# ---- design 1 ----
Figure 1. Wiring by layer (design 1).
Bar = 50 um.
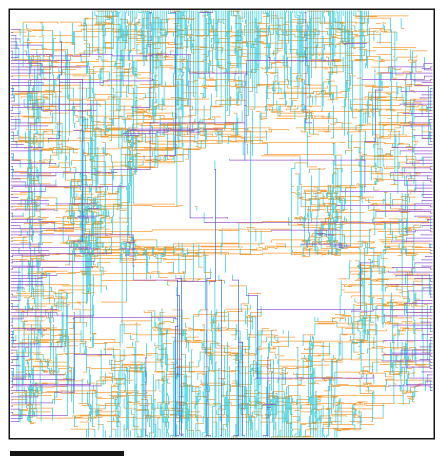

**src/rtl/mem_access_stage_pkg.sv**
```systemverilog
// Shared definitions for the memory-access pipeline stage: access sizes,
// FSM encoding and the control values that turn a MEM/WB load into a bubble.
package mem_access_stage_pkg;

  localparam logic [1:0] DSIZE_BYTE = 2'b00;
  localparam logic [1:0] DSIZE_HALF = 2'b01;

  typedef enum logic {
    S_IDLE   = 1'b0,
    S_ACCESS = 1'b1
  } state_e;

  localparam logic BUBBLE_REGWRITE   = 1'b0;
  localparam logic BUBBLE_FPREGWRITE = 1'b0;
  localparam logic BUBBLE_MUL        = 1'b0;

  // Big-endian numbering: bits [30:31] are the byte offset within the word.
  function automatic logic [0:31] word_addr(input logic [0:31] addr);
    return {addr[0:29], 2'b00};
  endfunction

endpackage

```
**src/rtl/mem_access_stage_if.sv**
```systemverilog
// Data-memory bus between the memory stage (master) and data memory (slave).
// dmem_req is held with all request fields stable until the cycle in which
// dmem_ready is high; dmem_rdata is valid in that same cycle.
interface mem_access_stage_if;
  logic        dmem_req;
  logic        dmem_we;
  logic [0:31] dmem_addr;
  logic [0:3]  dmem_byteEn;
  logic [0:31] dmem_wdata;
  logic        dmem_ready;
  logic [0:31] dmem_rdata;

  modport master (
    output dmem_req, dmem_we, dmem_addr, dmem_byteEn, dmem_wdata,
    input  dmem_ready, dmem_rdata
  );

  modport slave (
    input  dmem_req, dmem_we, dmem_addr, dmem_byteEn, dmem_wdata,
    output dmem_ready, dmem_rdata
  );
endinterface

```
**src/rtl/mem_access_stage_store_align.sv**
```systemverilog
// Store lane formation and misalignment detection from the low address bits
// and the access size (lane 0 = bits [0:7]).
module mem_access_stage_store_align
  import mem_access_stage_pkg::*;
(
  input  logic [0:1]  addr_lo_i,
  input  logic [0:1]  dsize_i,
  input  logic [0:31] store_data_i,
  output logic [0:3]  byte_en_o,
  output logic [0:31] wdata_o,
  output logic        misalign_o
);

  always_comb begin
    byte_en_o  = 4'b1111;
    wdata_o    = store_data_i;
    misalign_o = 1'b0;
    case (dsize_i)
      DSIZE_BYTE: begin
        byte_en_o = 4'b1000 >> addr_lo_i;
        wdata_o   = {4{store_data_i[24:31]}};
      end
      DSIZE_HALF: begin
        byte_en_o  = 4'b1100 >> addr_lo_i;
        wdata_o    = {2{store_data_i[16:31]}};
        misalign_o = addr_lo_i[1];
      end
      default: misalign_o = |addr_lo_i;
    endcase
  end

endmodule

```
**src/rtl/mem_access_stage.sv**
```systemverilog
// Memory stage: issues data-memory accesses with a req/ready handshake,
// stalls upstream while one is outstanding, and registers the MEM/WB latch.
module mem_access_stage
  import mem_access_stage_pkg::*;
#(
  parameter int MEM_TIMEOUT = 255,
  parameter int TMO_W       = 8
) (
  input  logic        clock,
  input  logic        reset,
  input  logic        valid_in,
  input  logic [0:31] nextPC_in,
  input  logic [0:31] aluResult_in,
  input  logic [0:31] storeData_in,
  input  logic [0:4]  destReg_in,
  input  logic [0:4]  fDestReg_in,
  input  logic [0:63] fbusW_in,
  input  logic        MemRead_in,
  input  logic        MemWrite_in,
  input  logic        PCtoReg_in,
  input  logic        RegWrite_in,
  input  logic        MemToReg_in,
  input  logic        loadSign_in,
  input  logic        FPRegWrite_in,
  input  logic        mul_in,
  input  logic [0:1]  DSize_in,
  mem_access_stage_if.master dmem,
  output logic        stall_out,
  output logic        misalign_out,
  output logic        bus_error_out,
  output logic [0:31] nextPC_out,
  output logic [0:31] aluResult_out,
  output logic [0:31] dataOut_out,
  output logic [0:4]  destReg_out,
  output logic [0:4]  fDestReg_out,
  output logic [0:63] fbusW_out,
  output logic        PCtoReg_out,
  output logic        RegWrite_out,
  output logic        MemToReg_out,
  output logic        loadSign_out,
  output logic        FPRegWrite_out,
  output logic        mul_out,
  output logic [0:1]  DSize_out,
  output state_e      state_dbg_o
);

  state_e             state_q, state_d;
  logic [TMO_W-1:0]   tmo_q, tmo_d;
  logic               req_q, req_d, we_q, we_d;
  logic [0:31]        addr_q, addr_d, wdata_q, wdata_d;
  logic [0:3]         ben_q, ben_d;
  logic               misalign_d, bus_error_d;
  logic               load_wb, bubble_wb, capture_rdata, stall;
  logic [0:3]         sa_ben;
  logic [0:31]        sa_wdata;
  logic               sa_misalign;
  logic               mem_op;

  mem_access_stage_store_align u_store_align (
    .addr_lo_i    (aluResult_in[30:31]),
    .dsize_i      (DSize_in),
    .store_data_i (storeData_in),
    .byte_en_o    (sa_ben),
    .wdata_o      (sa_wdata),
    .misalign_o   (sa_misalign)
  );

  assign mem_op = valid_in & (MemRead_in | MemWrite_in);

  always_comb begin
    state_d       = state_q;
    tmo_d         = tmo_q;
    req_d         = req_q;
    we_d          = we_q;
    addr_d        = addr_q;
    ben_d         = ben_q;
    wdata_d       = wdata_q;
    misalign_d    = 1'b0;
    bus_error_d   = 1'b0;
    load_wb       = 1'b0;
    bubble_wb     = 1'b0;
    capture_rdata = 1'b0;
    stall         = 1'b0;
    case (state_q)
      S_IDLE: begin
        if (mem_op && sa_misalign) begin
          misalign_d = 1'b1;
          bubble_wb  = 1'b1;
        end else if (mem_op) begin
          req_d     = 1'b1;
          we_d      = MemWrite_in;
          addr_d    = word_addr(aluResult_in);
          ben_d     = sa_ben;
          wdata_d   = sa_wdata;
          tmo_d     = '0;
          state_d   = S_ACCESS;
          stall     = 1'b1;
          bubble_wb = 1'b1;
        end else if (valid_in) begin
          load_wb = 1'b1;
        end else begin
          bubble_wb = 1'b1;
        end
      end
      S_ACCESS: begin
        // Ready takes priority over an expiring timeout in the same cycle.
        if (dmem.dmem_ready) begin
          load_wb       = 1'b1;
          capture_rdata = ~we_q;
          req_d         = 1'b0;
          state_d       = S_IDLE;
        end else if (tmo_q == TMO_W'(MEM_TIMEOUT)) begin
          bus_error_d = 1'b1;
          bubble_wb   = 1'b1;
          req_d       = 1'b0;
          state_d     = S_IDLE;
        end else begin
          tmo_d     = tmo_q + TMO_W'(1);
          stall     = 1'b1;
          bubble_wb = 1'b1;
        end
      end
      default: state_d = S_IDLE;
    endcase
  end

  always_ff @(posedge clock or posedge reset) begin
    if (reset) begin
      state_q       <= S_IDLE;
      tmo_q         <= '0;
      req_q         <= 1'b0;
      we_q          <= 1'b0;
      addr_q        <= '0;
      ben_q         <= '0;
      wdata_q       <= '0;
      misalign_out  <= 1'b0;
      bus_error_out <= 1'b0;
    end else begin
      state_q       <= state_d;
      tmo_q         <= tmo_d;
      req_q         <= req_d;
      we_q          <= we_d;
      addr_q        <= addr_d;
      ben_q         <= ben_d;
      wdata_q       <= wdata_d;
      misalign_out  <= misalign_d;
      bus_error_out <= bus_error_d;
    end
  end

  always_ff @(posedge clock or posedge reset) begin
    if (reset) begin
      nextPC_out     <= '0;
      aluResult_out  <= '0;
      dataOut_out    <= '0;
      destReg_out    <= '0;
      fDestReg_out   <= '0;
      fbusW_out      <= '0;
      PCtoReg_out    <= 1'b0;
      RegWrite_out   <= 1'b0;
      MemToReg_out   <= 1'b0;
      loadSign_out   <= 1'b0;
      FPRegWrite_out <= 1'b0;
      mul_out        <= 1'b0;
      DSize_out      <= '0;
    end else if (load_wb) begin
      nextPC_out     <= nextPC_in;
      aluResult_out  <= aluResult_in;
      destReg_out    <= destReg_in;
      fDestReg_out   <= fDestReg_in;
      fbusW_out      <= fbusW_in;
      PCtoReg_out    <= PCtoReg_in;
      RegWrite_out   <= RegWrite_in;
      MemToReg_out   <= MemToReg_in;
      loadSign_out   <= loadSign_in;
      FPRegWrite_out <= FPRegWrite_in;
      mul_out        <= mul_in;
      DSize_out      <= DSize_in;
      if (capture_rdata) dataOut_out <= dmem.dmem_rdata;
    end else if (bubble_wb) begin
      RegWrite_out   <= BUBBLE_REGWRITE;
      FPRegWrite_out <= BUBBLE_FPREGWRITE;
      mul_out        <= BUBBLE_MUL;
    end
  end

  // Stall is combinational from state, so it is forced low while in reset.
  assign stall_out        = stall & ~reset;
  assign dmem.dmem_req    = req_q;
  assign dmem.dmem_we     = we_q;
  assign dmem.dmem_addr   = addr_q;
  assign dmem.dmem_byteEn = ben_q;
  assign dmem.dmem_wdata  = wdata_q;
  assign state_dbg_o      = state_q;

endmodule

```
**src/flat_wrapper.sv**
```systemverilog
// flat-port wrapper written by rule: the top's interface ports become plain ports
module mem_access_stage_flat import mem_access_stage_pkg::*;
#(
  parameter int MEM_TIMEOUT = 255,
  parameter int TMO_W       = 8
)
  (clock, reset, valid_in, nextPC_in, aluResult_in, storeData_in, destReg_in, fDestReg_in, fbusW_in, MemRead_in, MemWrite_in, PCtoReg_in, RegWrite_in, MemToReg_in, loadSign_in, FPRegWrite_in, mul_in, DSize_in, stall_out, misalign_out, bus_error_out, nextPC_out, aluResult_out, dataOut_out, destReg_out, fDestReg_out, fbusW_out, PCtoReg_out, RegWrite_out, MemToReg_out, loadSign_out, FPRegWrite_out, mul_out, DSize_out, state_dbg_o, dmem_dmem_req, dmem_dmem_we, dmem_dmem_addr, dmem_dmem_byteEn, dmem_dmem_wdata, dmem_dmem_ready, dmem_dmem_rdata);
  mem_access_stage_if dmem_i ();
  input  logic clock;
  input  logic reset;
  input  logic valid_in;
  input  logic [0:31] nextPC_in;
  input  logic [0:31] aluResult_in;
  input  logic [0:31] storeData_in;
  input  logic [0:4] destReg_in;
  input  logic [0:4] fDestReg_in;
  input  logic [0:63] fbusW_in;
  input  logic MemRead_in;
  input  logic MemWrite_in;
  input  logic PCtoReg_in;
  input  logic RegWrite_in;
  input  logic MemToReg_in;
  input  logic loadSign_in;
  input  logic FPRegWrite_in;
  input  logic mul_in;
  input  logic [0:1] DSize_in;
  output logic stall_out;
  output logic misalign_out;
  output logic bus_error_out;
  output logic [0:31] nextPC_out;
  output logic [0:31] aluResult_out;
  output logic [0:31] dataOut_out;
  output logic [0:4] destReg_out;
  output logic [0:4] fDestReg_out;
  output logic [0:63] fbusW_out;
  output logic PCtoReg_out;
  output logic RegWrite_out;
  output logic MemToReg_out;
  output logic loadSign_out;
  output logic FPRegWrite_out;
  output logic mul_out;
  output logic [0:1] DSize_out;
  output state_e state_dbg_o;
  output wire logic [$bits(dmem_i.dmem_req)-1:0] dmem_dmem_req;
  output wire logic [$bits(dmem_i.dmem_we)-1:0] dmem_dmem_we;
  output wire logic [$bits(dmem_i.dmem_addr)-1:0] dmem_dmem_addr;
  output wire logic [$bits(dmem_i.dmem_byteEn)-1:0] dmem_dmem_byteEn;
  output wire logic [$bits(dmem_i.dmem_wdata)-1:0] dmem_dmem_wdata;
  input wire logic [$bits(dmem_i.dmem_ready)-1:0] dmem_dmem_ready;
  input wire logic [$bits(dmem_i.dmem_rdata)-1:0] dmem_dmem_rdata;
  assign dmem_dmem_req = dmem_i.dmem_req;
  assign dmem_dmem_we = dmem_i.dmem_we;
  assign dmem_dmem_addr = dmem_i.dmem_addr;
  assign dmem_dmem_byteEn = dmem_i.dmem_byteEn;
  assign dmem_dmem_wdata = dmem_i.dmem_wdata;
  assign dmem_i.dmem_ready = dmem_dmem_ready;
  assign dmem_i.dmem_rdata = dmem_dmem_rdata;
  mem_access_stage #(.MEM_TIMEOUT(MEM_TIMEOUT), .TMO_W(TMO_W)) u_core (.clock(clock), .reset(reset), .valid_in(valid_in), .nextPC_in(nextPC_in), .aluResult_in(aluResult_in), .storeData_in(storeData_in), .destReg_in(destReg_in), .fDestReg_in(fDestReg_in), .fbusW_in(fbusW_in), .MemRead_in(MemRead_in), .MemWrite_in(MemWrite_in), .PCtoReg_in(PCtoReg_in), .RegWrite_in(RegWrite_in), .MemToReg_in(MemToReg_in), .loadSign_in(loadSign_in), .FPRegWrite_in(FPRegWrite_in), .mul_in(mul_in), .DSize_in(DSize_in), .dmem(dmem_i), .stall_out(stall_out), .misalign_out(misalign_out), .bus_error_out(bus_error_out), .nextPC_out(nextPC_out), .aluResult_out(aluResult_out), .dataOut_out(dataOut_out), .destReg_out(destReg_out), .fDestReg_out(fDestReg_out), .fbusW_out(fbusW_out), .PCtoReg_out(PCtoReg_out), .RegWrite_out(RegWrite_out), .MemToReg_out(MemToReg_out), .loadSign_out(loadSign_out), .FPRegWrite_out(FPRegWrite_out), .mul_out(mul_out), .DSize_out(DSize_out), .state_dbg_o(state_dbg_o));
endmodule
```
**config.mk**
```make
export PLATFORM = sky130hd
export DESIGN_NAME = mem_access_stage_flat
export DESIGN_NICKNAME = d
export VERILOG_FILES = /design/src/rtl/mem_access_stage_pkg.sv /design/src/rtl/mem_access_stage_if.sv /design/src/rtl/mem_access_stage_store_align.sv /design/src/rtl/mem_access_stage.sv /design/src/flat_wrapper.sv
export SDC_FILE = /design/constraint.sdc
export NUM_CORES = 1
export LEC_CHECK = 0
export ABC_AREA = 1
export CAP_MARGIN = 20
export CORE_AREA = 2 2 183 185
export DETAILED_ROUTE_END_ITERATION = 6
export DIE_AREA = 0 0 185 187
export SYNTH_ARGS = -nofsm -noshare
export SYNTH_HDL_FRONTEND = slang
export SYNTH_HIERARCHICAL = 1
export SYNTH_SLANG_ARGS = --single-unit
export TNS_END_PERCENT = 10
```
**constraint.sdc**
```tcl
create_clock -name clock -period 9.9 [get_ports clock]
set_input_delay 0.99 -clock clock [delete_from_list [all_inputs] [get_ports clock]]
set_output_delay 0.99 -clock clock [all_outputs]
set_load 0.05 [all_outputs]
```
# ---- design 2 ----
<file path="src/rtl/seq_multiplier_if.sv">
// Start/done handshake and operand/result bus for seq_multiplier.
// Latency: none (wires only).
// Backpressure: none; the requester must wait for done and then for busy to be low before the next start.
// Signals: start, a, b (requester -> multiplier); busy, done, product (multiplier -> requester).
// Modports: master (requester side), slave (multiplier side).
interface seq_multiplier_if #(
    parameter int WIDTH = 4
);
    logic                 start;
    logic [WIDTH-1:0]     a;
    logic [WIDTH-1:0]     b;
    logic                 busy;
    logic                 done;
    logic [2*WIDTH-1:0]   product;

    modport master (
        output start, a, b,
        input  busy, done, product
    );

    modport slave (
        input  start, a, b,
        output busy, done, product
    );
endinterface

</file>
<file path="src/rtl/seq_multiplier.sv">
// Sequential shift-add unsigned multiplier, WIDTH x WIDTH -> 2*WIDTH, one shared 2*WIDTH-bit adder.
// Latency: done pulses in the cycle after edge T+WIDTH for a start accepted at edge T
//          (with SEQ_MULT_EARLY_TERM_EN: position of b's highest set bit + 1 RUN cycles, minimum 1).
// Backpressure: start is sampled only in IDLE; start during RUN/DONE is dropped, never queued.
// Ports: clk (rising edge), rst_n (async active-low),
//        bus.slave: start/a/b in; busy (state RUN), done (one-cycle pulse), product (held until next completion) out.
// Optional macro: SEQ_MULT_EARLY_TERM_EN ends the run once no multiplier bits remain set.
module seq_multiplier #(
    parameter int WIDTH = 4
) (
    input  logic             clk,
    input  logic             rst_n,
    seq_multiplier_if.slave  bus
);
    localparam int CNT_W = $clog2(WIDTH + 1);
    localparam int PW    = 2 * WIDTH;

    typedef enum logic [1:0] {
        S_IDLE = 2'd0,
        S_RUN  = 2'd1,
        S_DONE = 2'd2
    } state_t;

    state_t            r_state;
    state_t            w_state_nxt;

    logic [PW-1:0]     r_mcand;
    logic [WIDTH-1:0]  r_mplier;
    logic [PW-1:0]     r_acc;
    logic [CNT_W-1:0]  r_count;
    logic [PW-1:0]     r_product;

    logic [PW-1:0]     w_sum;
    logic [WIDTH-1:0]  w_mplier_shr;
    logic              w_accept;
    logic              w_last;

    // One add per RUN cycle; the partial product is skipped when the current multiplier bit is 0.
    assign w_sum        = r_acc + (r_mplier[0] ? r_mcand : '0);
    assign w_mplier_shr = r_mplier >> 1;
    assign w_accept     = (r_state == S_IDLE) && bus.start;

`ifdef SEQ_MULT_EARLY_TERM_EN
    // Once the shifted multiplier is empty no further add can change acc, so stop here;
    // count still caps the run at WIDTH cycles.
    assign w_last = (r_count == CNT_W'(1)) || (w_mplier_shr == '0);
`else
    assign w_last = (r_count == CNT_W'(1));
`endif

    // State register.
    always_ff @(posedge clk or negedge rst_n) begin
        if (!rst_n) begin
            r_state <= S_IDLE;
        end else begin
            r_state <= w_state_nxt;
        end
    end

    // Next-state logic.
    always_comb begin
        w_state_nxt = r_state;
        case (r_state)
            S_IDLE:  w_state_nxt = bus.start ? S_RUN : S_IDLE;
            S_RUN:   w_state_nxt = w_last ? S_DONE : S_RUN;
            S_DONE:  w_state_nxt = S_IDLE;
            default: w_state_nxt = S_IDLE;
        endcase
    end

    // Outputs are pure decodes of the state register, so they cannot glitch.
    always_comb begin
        bus.busy = 1'b0;
        bus.done = 1'b0;
        case (r_state)
            S_RUN:   bus.busy = 1'b1;
            S_DONE:  bus.done = 1'b1;
            default: ;
        endcase
    end

    // Datapath.
    always_ff @(posedge clk or negedge rst_n) begin
        if (!rst_n) begin
            r_mcand   <= '0;
            r_mplier  <= '0;
            r_acc     <= '0;
            r_count   <= '0;
            r_product <= '0;
        end else if (w_accept) begin
            r_mcand  <= {{WIDTH{1'b0}}, bus.a};
            r_mplier <= bus.b;
            r_acc    <= '0;
            r_count  <= CNT_W'(WIDTH);
        end else if (r_state == S_RUN) begin
            r_acc    <= w_sum;
            r_mcand  <= r_mcand << 1;
            r_mplier <= w_mplier_shr;
            r_count  <= r_count - CNT_W'(1);
            // product only moves on the edge entering DONE, and includes this edge's add.
            if (w_last) begin
                r_product <= w_sum;
            end
        end
    end

    assign bus.product = r_product;

endmodule

</file>
<file path="src/flat_wrapper.sv">
// flat-port wrapper written by rule: the top's interface ports become plain ports
module seq_multiplier_flat 
#(
    parameter int WIDTH = 4
)
  (clk, rst_n, bus_start, bus_a, bus_b, bus_busy, bus_done, bus_product);
  seq_multiplier_if #(.WIDTH(WIDTH)) bus_i ();
  input  logic clk;
  input  logic rst_n;
  input wire logic [$bits(bus_i.start)-1:0] bus_start;
  input wire logic [$bits(bus_i.a)-1:0] bus_a;
  input wire logic [$bits(bus_i.b)-1:0] bus_b;
  output wire logic [$bits(bus_i.busy)-1:0] bus_busy;
  output wire logic [$bits(bus_i.done)-1:0] bus_done;
  output wire logic [$bits(bus_i.product)-1:0] bus_product;
  assign bus_i.start = bus_start;
  assign bus_i.a = bus_a;
  assign bus_i.b = bus_b;
  assign bus_busy = bus_i.busy;
  assign bus_done = bus_i.done;
  assign bus_product = bus_i.product;
  seq_multiplier #(.WIDTH(WIDTH)) u_core (.clk(clk), .rst_n(rst_n), .bus(bus_i));
endmodule
</file>
<file path="config.mk">
export PLATFORM = sky130hd
export DESIGN_NAME = seq_multiplier_flat
export DESIGN_NICKNAME = d
export VERILOG_FILES = /design/src/rtl/seq_multiplier_if.sv /design/src/rtl/seq_multiplier.sv /design/src/flat_wrapper.sv
export SDC_FILE = /design/constraint.sdc
export NUM_CORES = 1
export LEC_CHECK = 0
export ABC_AREA = 1
export CORE_MARGIN = 2
export CORE_UTILIZATION = 57
export CTS_BUF_LIST = sky130_fd_sc_hd__clkbuf_4 sky130_fd_sc_hd__clkbuf_8
export CTS_CLUSTER_SIZE = 30
export DETAILED_ROUTE_END_ITERATION = 6
export GPL_TIMING_DRIVEN = 0
export PLACE_DENSITY = 0.81
export SYNTH_ARGS = -nofsm -noshare
export SYNTH_HDL_FRONTEND = slang
export SYNTH_SLANG_ARGS = --single-unit
</file>
<file path="constraint.sdc">
create_clock -name clk -period 2.2 [get_ports clk]
set_input_delay 0.22 -clock clk [delete_from_list [all_inputs] [get_ports clk]]
set_output_delay 0.22 -clock clk [all_outputs]
set_load 0.1 [all_outputs]
</file>
# ---- design 3 ----
===== src/rtl/hazard_pkg.sv =====
// ----------------------------------------------------------------------------
// hazard_pkg
// Shared types for the pipeline hazard controller:
//   fwd_sel_t   - EX operand source select (register file, WB, MEM)
//   hz_state_t  - data-cache miss FSM states
//   dst_tag_t   - destination part of a stage tag (rd, write enable, load flag)
//   stage_tag_t - full EX-stage tag (sources plus destination)
// fwd_select() applies the MEM-over-WB forwarding priority for one operand.
// ----------------------------------------------------------------------------
package hazard_pkg;

   typedef enum logic [1:0] {
      FWD_REG = 2'b00,
      FWD_WB  = 2'b01,
      FWD_MEM = 2'b10
   } fwd_sel_t;

   typedef enum logic {
      RUN  = 1'b0,
      MISS = 1'b1
   } hz_state_t;

   typedef struct packed {
      logic [4:0] rd;
      logic       reg_write;
      logic       is_load;
   } dst_tag_t;

   typedef struct packed {
      logic [4:0] rs1;
      logic [4:0] rs2;
      dst_tag_t   dst;
   } stage_tag_t;

   // The younger producer (MEM) wins over the older one (WB); x0 is never
   // forwarded because it reads as zero regardless of writes.
   function automatic fwd_sel_t fwd_select(input logic [4:0] rs,
                                           input dst_tag_t   m,
                                           input dst_tag_t   w);
      if (m.reg_write && (m.rd != 5'd0) && (m.rd == rs))
         return FWD_MEM;
      if (w.reg_write && (w.rd != 5'd0) && (w.rd == rs))
         return FWD_WB;
      return FWD_REG;
   endfunction

endpackage


===== src/rtl/hazard_perf.sv =====
// ----------------------------------------------------------------------------
// hazard_perf
// Free-running 32-bit event counters for the hazard controller. Each counter
// wraps naturally at 2^32 and clears on reset.
// Ports:
//   clk, rst      - clock, asynchronous active-high reset
//   stall_f       - fetch stall this cycle
//   flush_any     - flushD or flushE this cycle
//   in_miss       - controller FSM is in MISS this cycle
//   stall_cycles  - cycles with stall_f
//   flush_count   - cycles with flush_any
//   miss_cycles   - cycles spent in MISS
// ----------------------------------------------------------------------------
module hazard_perf (
   input  logic        clk,
   input  logic        rst,
   input  logic        stall_f,
   input  logic        flush_any,
   input  logic        in_miss,
   output logic [31:0] stall_cycles,
   output logic [31:0] flush_count,
   output logic [31:0] miss_cycles
);

   always_ff @(posedge clk or posedge rst) begin
      if (rst) begin
         stall_cycles <= '0;
         flush_count  <= '0;
         miss_cycles  <= '0;
      end else begin
         if (stall_f)   stall_cycles <= stall_cycles + 32'd1;
         if (flush_any) flush_count  <= flush_count  + 32'd1;
         if (in_miss)   miss_cycles  <= miss_cycles  + 32'd1;
      end
   end

endmodule


===== src/rtl/hazard_ctrl.sv =====
// ----------------------------------------------------------------------------
// hazard_ctrl
// Hazard unit for a 5-stage in-order pipeline. Keeps shadow register tags for
// the E, M and W stages, produces EX forwarding selects, detects load-use
// hazards and taken branches, and freezes the whole pipeline while the data
// cache services a miss.
// Ports:
//   clk, rst                   - clock, asynchronous active-high reset
//   rs1D, rs2D, rdD            - decode-stage register numbers
//   regWriteD, isLoadD         - decode-stage write enable / load flag
//   branchTakenE               - branch resolved taken in EX
//   memReqM, cacheHitM         - MEM-stage cache access and hit
//   memReadyM                  - refill complete
//   forwardAE, forwardBE       - operand selects: 00 reg, 10 MEM, 01 WB
//   stallF/D/E/M, flushD/E     - pipeline control
// Build option: define HAZARD_PERF_EN to add the 32-bit stallCycles,
// flushCount and missCycles counters (hazard_perf sub-module).
// ----------------------------------------------------------------------------
module hazard_ctrl (
   input  logic        clk,
   input  logic        rst,
   input  logic [4:0]  rs1D,
   input  logic [4:0]  rs2D,
   input  logic [4:0]  rdD,
   input  logic        regWriteD,
   input  logic        isLoadD,
   input  logic        branchTakenE,
   input  logic        memReqM,
   input  logic        cacheHitM,
   input  logic        memReadyM,
   output logic [1:0]  forwardAE,
   output logic [1:0]  forwardBE,
   output logic        stallF,
   output logic        stallD,
   output logic        stallE,
   output logic        stallM,
   output logic        flushD,
   output logic        flushE
`ifdef HAZARD_PERF_EN
   ,
   output logic [31:0] stallCycles,
   output logic [31:0] flushCount,
   output logic [31:0] missCycles
`endif
);

   import hazard_pkg::*;

   hz_state_t  state;
   stage_tag_t tag_e;
   dst_tag_t   tag_m;
   dst_tag_t   tag_w;

   logic miss_start;
   logic freeze;
   logic lw_stall;

   // The freeze is combinational so the missing access stops the pipe in the
   // very cycle the miss is seen, not one cycle late.
   assign miss_start = (state == RUN) && memReqM && !cacheHitM;
   assign freeze     = miss_start || ((state == MISS) && !memReadyM);

   assign lw_stall = tag_e.dst.is_load && (tag_e.dst.rd != 5'd0) &&
                     ((tag_e.dst.rd == rs1D) || (tag_e.dst.rd == rs2D));

   // Miss FSM. A memReadyM pulse in RUN has no transition and is dropped.
   // NOTE: sequential state uses non-blocking assignments so every register
   // samples pre-edge values regardless of statement order.
   always_ff @(posedge clk or posedge rst) begin
      if (rst) begin
         state <= RUN;
      end else begin
         case (state)
            RUN:     if (miss_start) state <= MISS;
            MISS:    if (memReadyM)  state <= RUN;
            default: state <= RUN;
         endcase
      end
   end

   // Shadow tags advance only when unfrozen; a flushE turns E into a bubble.
   always_ff @(posedge clk or posedge rst) begin
      if (rst) begin
         tag_e <= '0;
         tag_m <= '0;
         tag_w <= '0;
      end else if (!freeze) begin
         tag_e <= flushE ? '0 : {rs1D, rs2D, rdD, regWriteD, isLoadD};
         tag_m <= tag_e.dst;
         tag_w <= tag_m;
      end
   end

   assign forwardAE = fwd_select(tag_e.rs1, tag_m, tag_w);
   assign forwardBE = fwd_select(tag_e.rs2, tag_m, tag_w);

   // Reset gates the controls directly so they read zero while rst is high,
   // even if a stale miss or branch is still being driven.
   // NOTE: every output gets a default first so no path can infer a latch.
   always_comb begin
      stallF = 1'b0;
      stallD = 1'b0;
      stallE = 1'b0;
      stallM = 1'b0;
      flushD = 1'b0;
      flushE = 1'b0;
      if (rst) begin
         // all controls held low
      end else if (freeze) begin
         // Freeze outranks branch and load-use; both are re-evaluated once
         // the pipeline is released.
         stallF = 1'b1;
         stallD = 1'b1;
         stallE = 1'b1;
         stallM = 1'b1;
      end else begin
         stallF = lw_stall && !branchTakenE;
         stallD = lw_stall && !branchTakenE;
         flushD = branchTakenE;
         flushE = lw_stall || branchTakenE;
      end
   end

   // The load flag only matters in E; M/W keep it for completeness of the tag.
   logic unused_load_flags;
   assign unused_load_flags = tag_m.is_load ^ tag_w.is_load;

`ifdef HAZARD_PERF_EN
   hazard_perf u_perf (
      .clk          (clk),
      .rst          (rst),
      .stall_f      (stallF),
      .flush_any    (flushD || flushE),
      .in_miss      (state == MISS),
      .stall_cycles (stallCycles),
      .flush_count  (flushCount),
      .miss_cycles  (missCycles)
   );
`endif

endmodule


===== config.mk =====
export PLATFORM = sky130hd
export DESIGN_NAME = hazard_ctrl
export DESIGN_NICKNAME = d
export VERILOG_FILES = /design/src/rtl/hazard_pkg.sv /design/src/rtl/hazard_perf.sv /design/src/rtl/hazard_ctrl.sv
export SDC_FILE = /design/constraint.sdc
export NUM_CORES = 1
export LEC_CHECK = 0
export CAP_MARGIN = 20
export CORE_MARGIN = 2
export CORE_UTILIZATION = 56
export CTS_CLUSTER_SIZE = 16
export DETAILED_ROUTE_END_ITERATION = 8
export HOLD_SLACK_MARGIN = 0.02
export PLACE_DENSITY = 0.84
export RECOVER_POWER = 50
export SYNTH_ARGS = -nofsm -noshare
export SYNTH_HDL_FRONTEND = slang
export SYNTH_HIERARCHICAL = 1
export SYNTH_SLANG_ARGS = --single-unit

===== constraint.sdc =====
create_clock -name clk -period 3.9 [get_ports clk]
set_input_delay 0.39 -clock clk [delete_from_list [all_inputs] [get_ports clk]]
set_output_delay 0.39 -clock clk [all_outputs]
set_load 0.02 [all_outputs]


==> gallery <==
Clock routing.
(a)
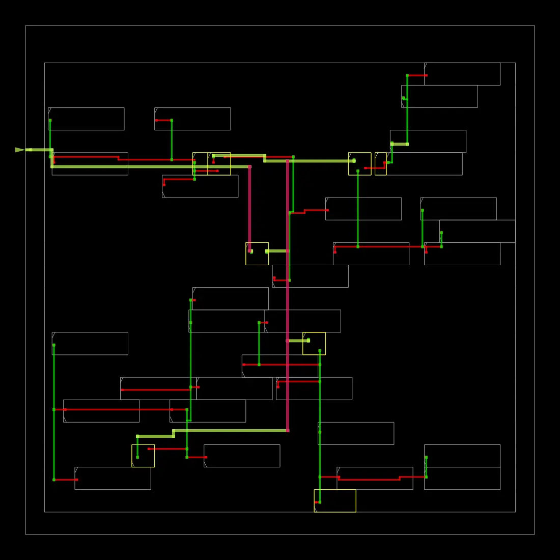
(b)
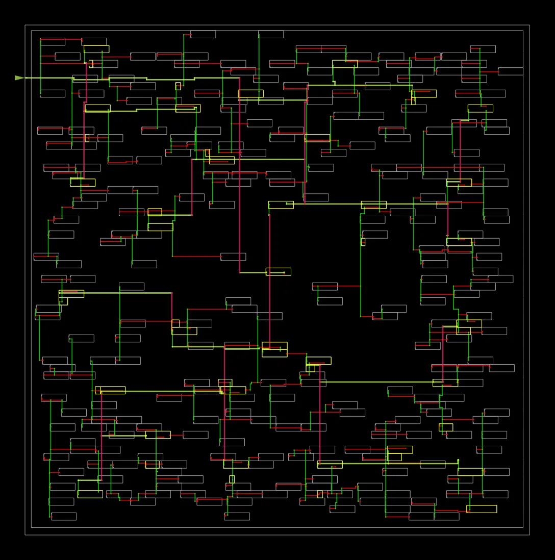
(c)
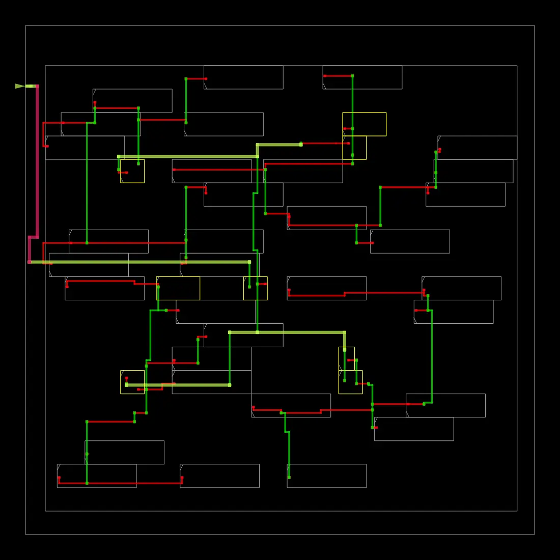
(a): design 3
(b): design 1
(c): design 2
The one with the most sequential cells is (b).

Figure 2. Sequential cells grouped by signal name (design 3).
Other sequential cells in the stronger gray, the rest of the logic in the fainter gray.
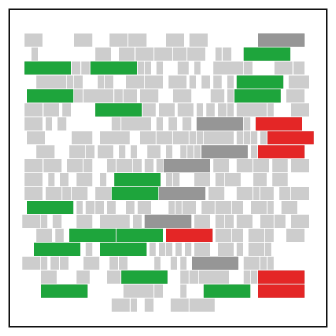
[tag_w] red | placed flops: 6
[tag_e] green | placed flops: 17 | where: widely spread
not colored: 7

==> reports/qor.csv, design 3 <==
metric,value,unit
Final Hold Fails,0,
Comb gates,143,
failing checks,"capacitance limit, slew limit",
number of enable flip-flop cells,0,
simple share,18.1,%
clock network power,194,uW
asr flop ratio synth,100,%
stage-log warning count,26,
max incr delay on CP,0.65,ns
setup slack after layout,0.991,ns
max-slew violation count,35,
Crit path max-delay family,simple AND/OR/NAND/NOR gates,
status,"complete, but fails checks",
synthesized area,1860,um2
initial drt markers,79,
Critical Path Start Type,flop,
Initial DRT Pass Iterations,4,
max_cap viols,1,
Sequential Power Share,49.1,%
CTS Buffer Depth,2,
CTS sink count,30,
worst-path cell chain,or4_1 > o21ai_1 > nor4_1 > nor4_1 > clkdlybuf4s50_1,
design 3: path summary, 6_finish.rpt:
kind	endpoint	depth (start not counted)
min	tag_m[1]$_DFFE_PP0N_	2
max	forwardAE[0]	5
max reg2reg	tag_e[10]$_DFFE_PP0N_	6
max in group asynchronous	tag_m[2]$_DFFE_PP0N_	3
min reg2reg	tag_m[1]$_DFFE_PP0N_	2
min in group asynchronous	tag_m[4]$_DFFE_PP0N_	2
design 3: per-layer routing:
layer	vias up	GRT usage, %	part of all wire [%]
li1	775	-	-
met1	745	34.3	47
met2	43	35.5	47
met3	6	5.04	5.0
met4	0	7.90	1.1
met5	-	0	0
design 3: layout by cell type, fill, tap and decap left out, drive strengths merged:
master and count:
nor2 2, or4 5, nor4 4, a21o 1, nand2b 1, nor3 19, dfrtp 30, clkdlybuf4s50 30
inv 19, o211a 1, a21oi 18, dlygate4sd3 2, mux2 1, xor2 20, nand2 36, clkinv 1
nand3 4, o41ai 17, o21ai 3, buf 4, clkbuf 8, xnor2 10, and3 1
design 3: flip-flops by register name, summed over array words and instances (netlist names):
signal	cells
state	1
tag_e	17
tag_w	6
tag_m	6
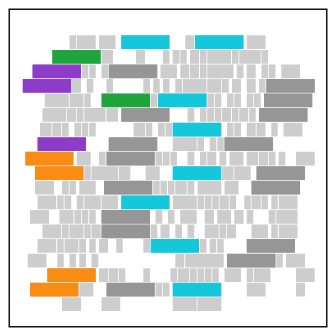
Figure 3: design 2, sequential cells grouped by signal name.
Other sequential cells in the stronger gray, the rest of the logic in the fainter gray.
[u_core.r_state] green | placed flops: 2
[u_core.r_count] purple | placed flops: 3
[u_core.r_acc] cyan | placed flops: 8
[u_core.r_mplier] orange | placed flops: 4
not colored: 16

==> reports/qor.csv, design 2 <==
metric,value,unit
"Net Count, Synth",231,
Max transition margin,35.6,%
fa+ha+maj area frac,7.68,%
Routed Antenna Nets,0,
Critical Path Start Type,flop,
logic area,737,um2
RSZ-0062 raised after global routing,no,
Post-CTS Hold Buffers,1,
TritonCTS clock tree,yes,
drt drc,0,
setup slack after layout,0.117,ns
Non-clock buffer share,11.9,%
status,"finished, final reports clean",
syn avg cell area,8.23,um2
Core Box Area,2830,um2
largest net degree at the start of global routing,34,
## design 2: placed cells by master (no fill, tap or decap), types with 2 or more instances in the layout
| cell type | instances |
|---|---|
| nand2_1 | 73 |
| inv_1 | 34 |
| dfrtp_1 | 33 |
| nand3_1 | 17 |
| clkdlybuf4s50_1 | 17 |
| ha_1 | 9 |
| nor2_1 | 5 |
| o22ai_1 | 5 |
| o21ai_0 | 5 |
| clkbuf_4 | 5 |
| buf_2 | 4 |
| o21ai_2 | 3 |
| o221ai_1 | 3 |
| or2_1 | 2 |
| nand3b_1 | 2 |
| a21oi_1 | 2 |
| xor2_1 | 2 |
| o211ai_1 | 2 |
| clkbuf_8 | 2 |
## design 2: per-stage QoR
stage | area [um2] | utilization (%) | hold slack [ns]
floorplan | 1730 | - | -0.0756
global placement | 1970 | 69.5 | 0.455
detailed placement | 1960 | 69.3 | 0.317
CTS | 2040 | 72.2 | 0.413
global route | 2040 | 72.2 | 0.406
finish | 2040 | 72.2 | 0.419
## design 2: report_power, final
part	switching (mW)	leakage, nW	total (mW)	internal (mW)
clock network	0.216	0.0413	0.401	0.185
logic	1.35	0.666	1.90	0.552
registers	0.128	0.422	0.991	0.863
total	1.69	1.13	3.29	1.60
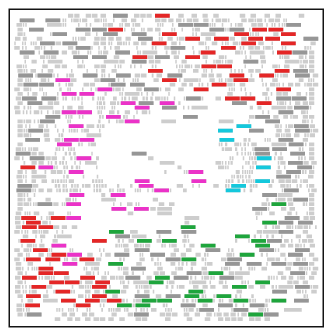
Figure 4: design 1, sequential cells grouped by signal name.
Other sequential cells in the stronger gray, the rest of the logic in the fainter gray.
[u_core/tmo_q] cyan | placed flops: 8 | where: middle right
[u_core/dmem.dmem_addr] green | placed flops: 30
[u_core/dmem.dmem_wdata] magenta | placed flops: 32 | where: middle left
[u_core/fbusW_out] red | placed flops: 64 | where: widely spread
not colored: 123

Notes on Figure 1 above:
[metal 2] cyan | wire length: 15700 um
[metal 3] purple | wire length: 3340 um
[metal 1] orange | wire length: 13600 um
[metal 4] blue | wire length: 1120 um

==> reports/qor.csv, design 1 <==
metric,value,unit
Hold Path Sink,u_core/nextPC_out[14]$_DFFE_PP0P_,
max incr delay on CP,0.83,ns
GP Congestion,0.799,
Hold/Removal Path Class,reg2reg,
"area share, top type",60.5,%
DP Cell Count,2056,
post-layout util,49.9,%
CTS Buffer Depth,3,
number of enable flip-flop cells,0,
Sequential Power Share,31.9,%
switching portion of total power,43.4,%
Final TNS setup,0,ns
Fill cells,3185,
chip area,34600,um2
clock network power,1.07,mW
final setup fails,0,
P_int,2.64,mW
status,"finished, final reports clean",
YS warnings,6,
crit path buf inv count,5,
design 1: cell type report:
class / instances / area (um2) / share of cell area (%)
Clock buffer: 42 / 877 / 5.35
Multi-Input combinational cell: 797 / 3390 / 20.7
Clock inverter: 8 / 75.1 / 0.458
Inverter: 79 / 309 / 1.88
Timing Repair Buffer: 476 / 4760 / 29.0
Sequential cell: 257 / 6430 / 39.2
Tap cell: 448 / 561 / 3.42
design 1: metrics by stage:
stage	hold WS [ns]	setup slack, ns
final	0.468	5.05
after global routing	0.485	4.83
after CTS	0.472	5.03
after detailed placement	0.457	5.03
after global placement	0.453	5.05
after floorplan	0.512	1.84
design 1: cells by family after synthesis:
group,count (synthesis),synth area share (%)
compound gates,113,6.33
simple gates,681,25.1
fa+ha+maj,1,0.118
buf+inv,155,7.87
other cells,1,0.0353
flops,257,60.5
design 1: synthesized netlist by cell type (5+ instances only):
cell type,instances
nand2_1,590
dfrtp_1,257
inv_1,76
nand3_1,64
o21ai_0,48
o21ai_1,31
o21ai_2,27
buf_2,22
buf_4,22
buf_6,19
nor2_1,19
clkbuf_1,12
a21oi_1,5


==> notes/layouts.md <==
Pictures saved along the way, in no particular order.

Routed clock nets over the placement.
picture 1
Bar = 20 um.
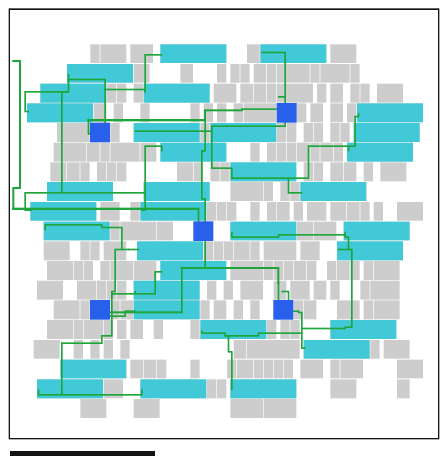
picture 2
Bar = 20 um.
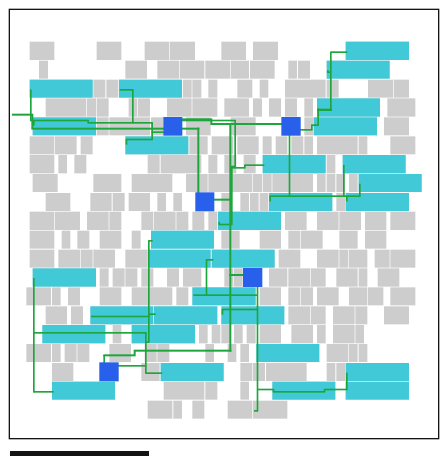
picture 3
Bar = 50 um.
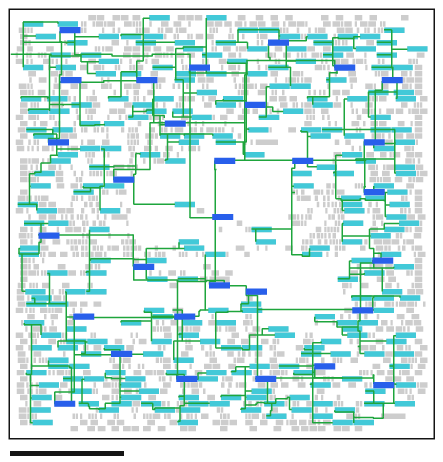
design 2: picture 1
design 3: picture 2
design 1: picture 3
- most sequential cells: picture 3


==> layout pictures side by side <==
Pin map.
Pins as bars across the die edge, other pins in gray.
Plate I
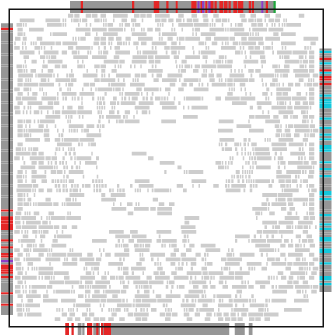
Plate II
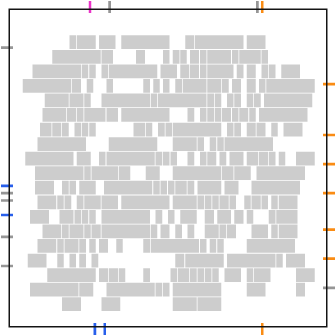
Plate III
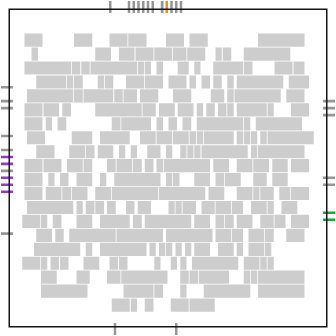
- fewest pins: Plate II
- most pins: Plate I
- Plate III = design 3
- Plate II = design 2
- Plate I = design 1

Power figures rest on the tool's default switching activity, not on a simulated workload.
